# keypad_scan_matrix

**keypad_scan_matrix: clock distribution**

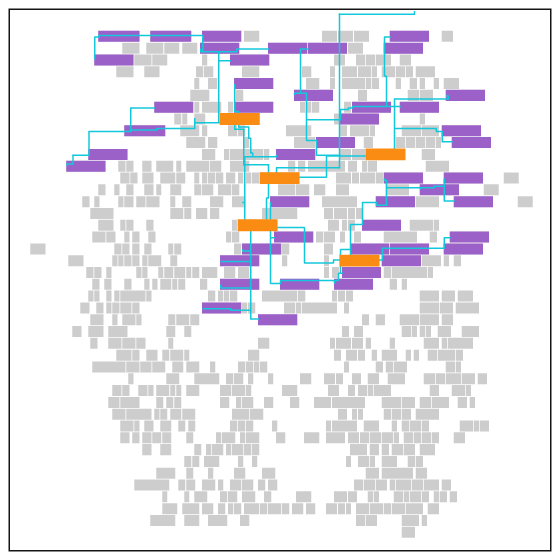
`src/rtl/keypad_scan_matrix.sv`:
```
// Matrix keypad scanner: row strobing, frame debounce, single-key qualification and a valid/ready key event.
// Optional auto-repeat is compiled in when KEYPAD_AUTOREPEAT_EN is defined.
module keypad_scan_matrix #(
   parameter int ROWS                = 4,
   parameter int COLS                = 4,
   parameter int SETTLE_CYCLES       = 2,
   parameter int DEBOUNCE_FRAMES     = 8,
   parameter int REPEAT_DELAY_FRAMES = 64,
   parameter int REPEAT_RATE_FRAMES  = 16,
   parameter int CODE_W              = $clog2(ROWS*COLS)
) (
   input  logic              clk,
   input  logic              rst_n,
   output logic [ROWS-1:0]   row,
   input  logic [COLS-1:0]   col,
   output logic [CODE_W-1:0] key_code,
   output logic              key_valid,
   input  logic              key_ready,
   output logic              key_down,
   output logic              multi_key,
   output logic              overflow
);

   localparam int NKEYS = ROWS * COLS;
   localparam int ROW_W = $clog2(ROWS);
   localparam int SC_W  = (SETTLE_CYCLES > 1) ? $clog2(SETTLE_CYCLES) : 1;
   localparam int CNT_W = $clog2(DEBOUNCE_FRAMES + 1);

   localparam logic [SC_W-1:0]  SC_LAST = SC_W'(SETTLE_CYCLES - 1);
   localparam logic [ROW_W-1:0] R_LAST  = ROW_W'(ROWS - 1);
   localparam logic [CNT_W-1:0] DB_LAST = CNT_W'(DEBOUNCE_FRAMES - 1);
   localparam logic [CNT_W-1:0] DB_ONE  = CNT_W'(1);

   if (ROWS < 2 || COLS < 1 || SETTLE_CYCLES < 1 || DEBOUNCE_FRAMES < 1 ||
       REPEAT_DELAY_FRAMES < 1 || REPEAT_RATE_FRAMES < 1) begin : g_cfg_check
      $error("keypad_scan_matrix: illegal parameter set");
   end

   typedef enum logic [1:0] {
      IDLE     = 2'd0,
      DEBOUNCE = 2'd1,
      PRESSED  = 2'd2
   } state_t;

   logic [ROW_W-1:0]  r;
   logic [SC_W-1:0]   sc;
   logic [NKEYS-1:0]  frame_p0;
   logic              vld_p1;

   logic [1:0]        cnt;
   logic [CODE_W-1:0] idx;
   logic              single;
   logic              held;

   state_t            state;
   logic [CODE_W-1:0] cand;
   logic [CNT_W-1:0]  dcnt;
   logic [CNT_W-1:0]  rcnt;

   logic              emit;
   logic [CODE_W-1:0] emit_code;

   // Stage p0: strobe one row at a time and collect the pressed bits into the frame
   always_ff @(posedge clk or negedge rst_n) begin
      if (!rst_n) begin
         r        <= '0;
         sc       <= '0;
         row      <= {{(ROWS-1){1'b1}}, 1'b0};
         frame_p0 <= '0;
         vld_p1   <= 1'b0;
      end else begin
         vld_p1 <= 1'b0;
         if (sc == SC_LAST) begin
            sc  <= '0;
            row <= {row[ROWS-2:0], row[ROWS-1]};
            for (int i = 0; i < ROWS; i++) begin
               if (r == ROW_W'(i)) frame_p0[i*COLS +: COLS] <= ~col;
            end
            if (r == R_LAST) begin
               r      <= '0;
               vld_p1 <= 1'b1;
            end else begin
               r <= r + ROW_W'(1);
            end
         end else begin
            sc <= sc + SC_W'(1);
         end
      end
   end

   // Stage p1: frame summary -- saturating key count and lowest pressed index
   always_comb begin
      cnt = 2'd0;
      idx = '0;
      for (int i = 0; i < NKEYS; i++) begin
         if (frame_p0[i]) begin
            if (cnt == 2'd0) idx = CODE_W'(i);
            if (cnt != 2'd2) cnt = cnt + 2'd1;
         end
      end
   end

   assign single = (cnt == 2'd1);
   assign held   = frame_p0[cand];

`ifdef KEYPAD_AUTOREPEAT_EN
   localparam int REP_W = $clog2(REPEAT_DELAY_FRAMES + REPEAT_RATE_FRAMES + 1);
   localparam logic [REP_W-1:0] REP_DLY = REP_W'(REPEAT_DELAY_FRAMES);
   localparam logic [REP_W-1:0] REP_END = REP_W'(REPEAT_DELAY_FRAMES + REPEAT_RATE_FRAMES);

   logic [REP_W-1:0] rep;
   logic [REP_W-1:0] rep_next;
   logic             rep_hit;

   // rep parks at REP_DLY after the first repeat so the rate period can be counted from there
   assign rep_next = rep + REP_W'(1);
   assign rep_hit  = (rep_next == REP_DLY) || (rep_next == REP_END);

   always_ff @(posedge clk or negedge rst_n) begin
      if (!rst_n) begin
         rep <= '0;
      end else if (vld_p1) begin
         if (state != PRESSED) begin
            rep <= '0;
         end else if (held) begin
            rep <= (rep_next == REP_END) ? REP_DLY : rep_next;
         end
      end
   end
`endif

   always_comb begin
      emit      = 1'b0;
      emit_code = cand;
      if (vld_p1) begin
         case (state)
            IDLE: begin
               if (single && DEBOUNCE_FRAMES == 1) begin
                  emit      = 1'b1;
                  emit_code = idx;
               end
            end
            DEBOUNCE: begin
               if (single && idx == cand && dcnt == DB_LAST) emit = 1'b1;
            end
            PRESSED: begin
`ifdef KEYPAD_AUTOREPEAT_EN
               if (held && rep_hit) emit = 1'b1;
`endif
            end
            default: ;
         endcase
      end
   end

   always_ff @(posedge clk or negedge rst_n) begin
      if (!rst_n) begin
         state     <= IDLE;
         cand      <= '0;
         dcnt      <= '0;
         rcnt      <= '0;
         key_down  <= 1'b0;
         multi_key <= 1'b0;
      end else if (vld_p1) begin
         multi_key <= cnt[1];
         case (state)
            IDLE: begin
               if (single) begin
                  cand <= idx;
                  dcnt <= DB_ONE;
                  if (DEBOUNCE_FRAMES == 1) begin
                     state    <= PRESSED;
                     key_down <= 1'b1;
                     rcnt     <= '0;
                  end else begin
                     state <= DEBOUNCE;
                  end
               end
            end
            DEBOUNCE: begin
               if (single && idx == cand) begin
                  if (dcnt == DB_LAST) begin
                     state    <= PRESSED;
                     key_down <= 1'b1;
                     rcnt     <= '0;
                  end else begin
                     dcnt <= dcnt + DB_ONE;
                  end
               end else begin
                  state <= IDLE;
               end
            end
            PRESSED: begin
               // Other keys are ignored while the qualified key stays down
               if (held) begin
                  rcnt <= '0;
               end else if (rcnt == DB_LAST) begin
                  state    <= IDLE;
                  key_down <= 1'b0;
               end else begin
                  rcnt <= rcnt + DB_ONE;
               end
            end
            default: state <= IDLE;
         endcase
      end
   end

   // Event register: an emit while an unaccepted event is pending is dropped and flagged
   always_ff @(posedge clk or negedge rst_n) begin
      if (!rst_n) begin
         key_code  <= '0;
         key_valid <= 1'b0;
         overflow  <= 1'b0;
      end else if (emit) begin
         if (!key_valid || key_ready) begin
            key_code  <= emit_code;
            key_valid <= 1'b1;
         end else begin
            overflow <= 1'b1;
         end
      end else if (key_valid && key_ready) begin
         key_valid <= 1'b0;
      end
   end

endmodule

```
`config.mk`:
```
export PLATFORM = sky130hd
export DESIGN_NAME = keypad_scan_matrix
export DESIGN_NICKNAME = d
export VERILOG_FILES = /design/src/rtl/keypad_scan_matrix.sv
export SDC_FILE = /design/constraint.sdc
export NUM_CORES = 1
export LEC_CHECK = 0
export CAP_MARGIN = 20
export CORE_MARGIN = 2
export CORE_UTILIZATION = 35
export DETAILED_ROUTE_END_ITERATION = 16
export GPL_ROUTABILITY_DRIVEN = 0
export PLACE_DENSITY = 0.54
export SKIP_LAST_GASP = 1
export SLEW_MARGIN = 25
export SYNTH_ARGS = -nofsm -noshare
export SYNTH_HDL_FRONTEND = slang
export SYNTH_SLANG_ARGS = --single-unit
```
`constraint.sdc`:
```
create_clock -name clk -period 9.4 [get_ports clk]
set_input_delay 1.88 -clock clk [delete_from_list [all_inputs] [get_ports clk]]
set_output_delay 1.88 -clock clk [all_outputs]
set_load 0.1 [all_outputs]
```
==> flow_summary.json <==
{
  "average_cell_area_after_synthesis_um2": 8.21,
  "drc": 0,
  "r2r_slack_ns": 1.26,
  "number_of_buffers_inserted_for_hold_repair_after_clock_tree_synthesis": 0,
  "first_pass_iters": 5,
  "synthDominantCellAreaShare_pct": 21.2,
  "htree_num_levels": 2,
  "syn_inst": 618,
  "power.static_leakage_nw": 2.15,
  "ys_chip_area_um2": 5070,
  "final_design_area_no_fill_um2": 5430,
  "grt_antenna_before_repair": 0,
  "warnings": 33,
  "design_power_total_uw": 974,
  "final-hold-violation-count": 0,
  "comb_cell_power_uw": 533,
  "whs_ns": 0.480,
  "detail_route_antenna_nets": 0,
  "clk_root_buffer_cell": "sky130_fd_sc_hd__clkbuf_16",
  "result_of_the_run": "finished, final reports clean",
  "post-synth-top-area-cell": "sky130_fd_sc_hd__dfrtp_1",
  "pre_placement_core_utilization_pct": 36.1,
  "crit_fanout": 14,
  "max-cap-violations": 0,
  "common_cells": "sky130_fd_sc_hd__nor2_1, sky130_fd_sc_hd__nand2_1, sky130_fd_sc_hd__dfrtp_1, sky130_fd_sc_hd__a21oi_1, sky130_fd_sc_hd__o21ai_0",
  "power.sequential.fraction_pct": 26.8,
  "worst-path-buf-inv": 2,
  "drt_first_iter_violations": 476,
  "via_count_of_the_first_global_routing_pass": 4416,
  "setup_ws_ns": 1.26,
  "fp.coreArea_um2": 14000,
  "combPwrFrac_pct": 54.8,
  "critical-path-top-cell-by-count": "sky130_fd_sc_hd__nand2_1"
}
About 'clock distribution' of keypad_scan_matrix:
[cells driving clock nets] orange | count: 5
[flip-flops] purple | count: 46
[clock wires] cyan | length: 650 um
routed clock nets: 6
final clock skew: 0.00482 ns
Worst-Skew Late Latency: 0.29 ns
Clock Power Share: 18.5%
power of the clock network: 180 uW

==> metal layers <==
metal	routed length (um)	global-route usage, %	part of all wire (%)	up-vias
met5	0	0	0	-
met4	64	2.84	0.46	0
met3	538	1.37	3.9	6
met2	6560	28.2	47	138
met1	6730	25.2	48	2362
li1	-	-	-	2335
==> final cells by class <==
| cell class | count | area [um2] | share of cell area, % |
|---|---|---|---|
| multi-input cells | 514 | 3650 | 67.2 |
| flip-flops and latches | 46 | 1150 | 21.3 |
| well taps | 180 | 225 | 4.15 |
| repair buffers | 18 | 178 | 3.27 |
| clock buffers | 5 | 125 | 2.30 |
| inverters | 20 | 75.1 | 1.38 |
| clock inverters | 3 | 23.8 | 0.438 |
==> logic make-up after synthesis <==
logic type | count (synthesis) | share of synthesized area [%]
and+or+nand+nor | 253 | 27.5
AOI/OAI and AO/OA | 214 | 32.1
buffers and inverters | 58 | 5.45
DFF | 46 | 22.8
muxes | 27 | 7.50
adders and majority gates | 12 | 2.96
xor gates and xnor gates | 8 | 1.68
==> registers in the layout (all words and copies together) (netlist names) <==
name,cells
cand,4
dcnt,4
frame_p0,16
key_code,4
key_down,1
key_valid,1
multi_key,1
overflow,1
r,2
rcnt,4
row,4
sc,1
state,2
vld_p1,1

# clkdiv_ctrl

$ cat src/rtl/clkdiv_ctrl.sv
// rtl/clkdiv_ctrl.sv - programmable 50% clock divider with boundary-aligned ratio reconfiguration
// New half-periods are held pending until clock_out is about to fall, or applied at once while stopped.
module clkdiv_ctrl #(
  parameter int WIDTH        = 16,
  parameter int DEFAULT_HALF = 4
) (
  input  logic             clock_in,
  input  logic             reset_n,
  input  logic             en,
  input  logic             cfg_valid,
  input  logic [WIDTH-1:0] cfg_half,
  output logic             cfg_ready,
  output logic             cfg_done,
  output logic             cfg_err,
  output logic [WIDTH-1:0] active_half,
  output logic             clock_out,
  output logic             tick
);

  typedef enum logic {IDLE, PENDING} state_e;

  state_e           state_q, state_d;
  logic [WIDTH-1:0] cnt_q, cnt_d;
  logic [WIDTH-1:0] active_q, active_d;
  logic [WIDTH-1:0] pend_q, pend_d;
  logic             clk_q, clk_d;
  logic             tick_q, tick_d;
  logic             done_q, done_d;
  logic             err_q, err_d;
  logic             last_cnt;
  logic             boundary;

  assign last_cnt = (cnt_q == active_q - WIDTH'(1));
  assign boundary = en && last_cnt && clk_q;

  always_comb begin
    state_d  = state_q;
    cnt_d    = cnt_q;
    active_d = active_q;
    pend_d   = pend_q;
    clk_d    = clk_q;
    tick_d   = 1'b0;
    done_d   = 1'b0;
    err_d    = 1'b0;

    if (!en) begin
      cnt_d = '0;
      clk_d = 1'b0;
    end else if (last_cnt) begin
      cnt_d  = '0;
      clk_d  = ~clk_q;
      tick_d = ~clk_q;
    end else begin
      cnt_d = cnt_q + WIDTH'(1);
    end

    case (state_q)
      IDLE: begin
        if (cfg_valid) begin
          if (cfg_half != '0) begin
            pend_d  = cfg_half;
            state_d = PENDING;
          end else begin
            err_d = 1'b1;
          end
        end
      end
      PENDING: begin
        // Switching only as clock_out falls guarantees the new ratio starts with a full low phase.
        if (!en || boundary) begin
          active_d = pend_q;
          cnt_d    = '0;
          clk_d    = 1'b0;
          tick_d   = 1'b0;
          done_d   = 1'b1;
          state_d  = IDLE;
        end
      end
      default: state_d = IDLE;
    endcase
  end

  always_ff @(posedge clock_in) begin
    if (!reset_n) begin
      state_q  <= IDLE;
      cnt_q    <= '0;
      active_q <= WIDTH'(DEFAULT_HALF);
      pend_q   <= '0;
      clk_q    <= 1'b0;
      tick_q   <= 1'b0;
      done_q   <= 1'b0;
      err_q    <= 1'b0;
    end else begin
      state_q  <= state_d;
      cnt_q    <= cnt_d;
      active_q <= active_d;
      pend_q   <= pend_d;
      clk_q    <= clk_d;
      tick_q   <= tick_d;
      done_q   <= done_d;
      err_q    <= err_d;
    end
  end

  assign cfg_ready   = (state_q == IDLE);
  assign cfg_done    = done_q;
  assign cfg_err     = err_q;
  assign active_half = active_q;
  assign clock_out   = clk_q;
  assign tick        = tick_q;

endmodule

$ cat config.mk
export PLATFORM = sky130hd
export DESIGN_NAME = clkdiv_ctrl
export DESIGN_NICKNAME = d
export VERILOG_FILES = /design/src/rtl/clkdiv_ctrl.sv
export SDC_FILE = /design/constraint.sdc
export NUM_CORES = 1
export LEC_CHECK = 0
export CORE_MARGIN = 1.5
export CORE_UTILIZATION = 49
export DETAILED_ROUTE_END_ITERATION = 7
export GPL_ROUTABILITY_DRIVEN = 1
export PLACE_DENSITY_LB_ADDON = 0.2
export SYNTH_ARGS = -nofsm -noshare
export SYNTH_HDL_FRONTEND = slang
export SYNTH_SLANG_ARGS = --single-unit
$ cat constraint.sdc
create_clock -name clock_in -period 3.11 [get_ports clock_in]
set_input_delay 0.622 -clock clock_in [delete_from_list [all_inputs] [get_ports clock_in]]
set_output_delay 0.622 -clock clock_in [all_outputs]
set_load 0.1 [all_outputs]
==> flow_summary.json <==
{
  "common_cells": "sky130_fd_sc_hd__dfxtp_1, sky130_fd_sc_hd__nand2_1, sky130_fd_sc_hd__mux2i_1, sky130_fd_sc_hd__nor2_1",
  "cts_tree": "yes",
  "post-synth-top-area-cell": "sky130_fd_sc_hd__dfxtp_1",
  "port_buffers": 40,
  "inv_count": 7,
  "min_delay_worst_endpoint": "active_half[9]",
  "drt_first_iter_violations": 94,
  "seq_cell_count": 53,
  "first_pass_iters": 4,
  "final_core_util_pct": 64.7,
  "slowest_stage": "sky130_fd_sc_hd__or4_4",
  "power_clock_uw": 398,
  "grt_setup_unrepaired": "true",
  "fp.coreArea_um2": 5240,
  "detail_route_antenna_nets": 0,
  "result_of_the_run": "finished, final reports clean",
  "worst-path-buf-inv": 1,
  "timing.critical_path.from_type": "flip-flop",
  "critPathTopFamily": "simple AND/OR/NAND/NOR gates",
  "p_switching_uw": 374
}
worst max-delay path by stage:
stage / startpoint / to / slack [ns] / cells past startpoint
after floorplan: active_half[7] / active_half[10] / 0.009 / 10
after global placement: active_half[2] / active_half[12] / 0.12 / 8
after detailed placement: active_half[2] / active_half[7] / 0.04 / 8
after CTS: active_half[2] / active_half[7] / 0.003 / 10
after global routing: active_half[7] / active_half[7] / -0.008 / 8
final: active_half[7] / active_half[7] / 0.1 / 8
timing repair:
action | in CTS | in global routing
setup buffers | 0 | 1
cloned | 0 | 1
pin swaps | 0 | 2
gates resized | 2 | 8
setup endpoints to repair | 2 | 25
routing by layer:
| metal | track usage, % | wire length [um] |
|---|---|---|
| met1 | 27.5 | 2860 |
| met2 | 33.6 | 2710 |
| met3 | 4.94 | 164 |
| met4 | 5.27 | 80 |
| met5 | 0 | 0 |
state kept, by name, summed over array words and instances (netlist names):
signal and cells:
clock_out 1, tick 1, state_q 1, active_half 16, cfg_err 1, pend_q 16, cnt_q 16, cfg_done 1
cells by family after synthesis:
family,Yosys count
AOI/OAI and AO/OA,28
xor gates and xnor gates,30
adders and majority gates,3
buffers and inverters,24
DFF,53
muxes,32
and+or+nand+nor,138
**clkdiv_ctrl: clock distribution**

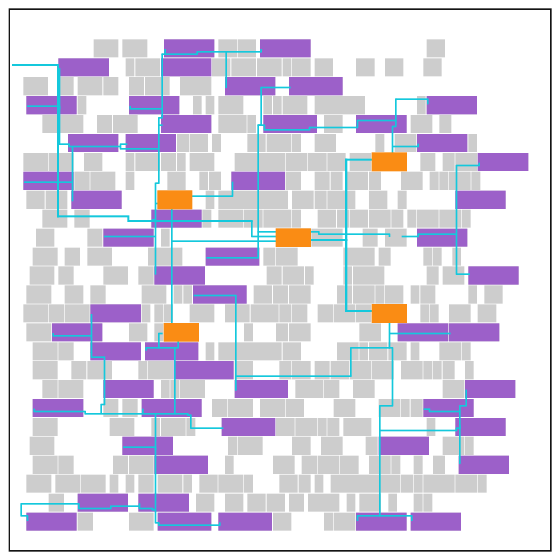
[flip-flops] purple | count: 53
[cells driving clock nets] orange | count: 5
[clock wires] cyan | length: 648 um
flops lie: all over the die

**clkdiv_ctrl: nets reached from selected ports**

Scale bar: 20 um.
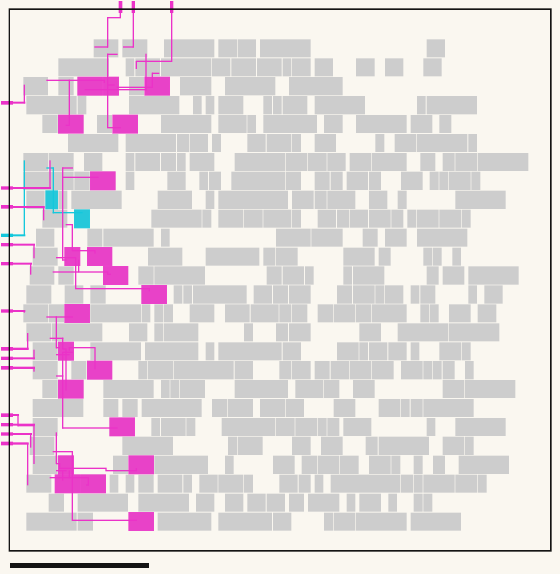
[cfg_valid] cyan | bits: 1 | direction: input | edge: left | end cells: 2 | wire: 23.8 um
[cfg_half] magenta | bits: 16 | direction: input | edge: 13 left, 3 top | end cells: 20 | wire: 302 um



==> notes/layouts.md <==
Pictures saved along the way, in no particular order.

Clock nets.
(a)
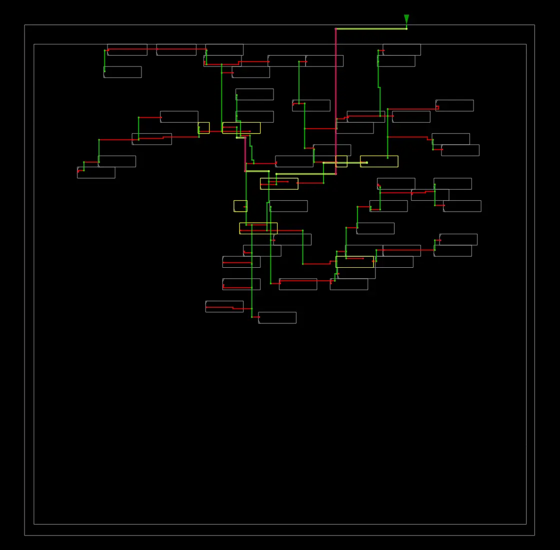
(b)
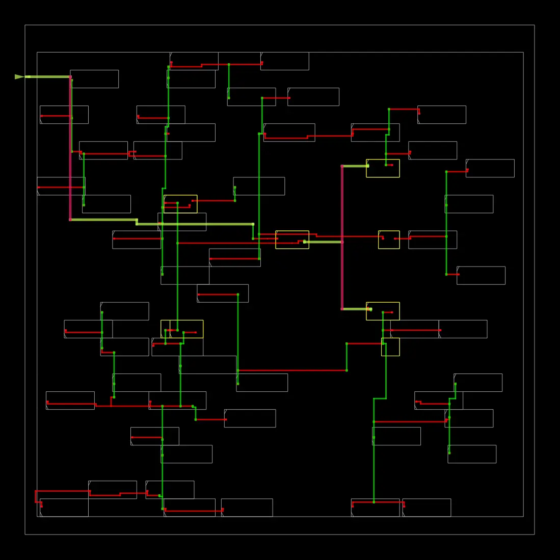
(a) -> keypad_scan_matrix
(b) -> clkdiv_ctrl

No activity file was given, so power comes from the tool's default toggle rates.
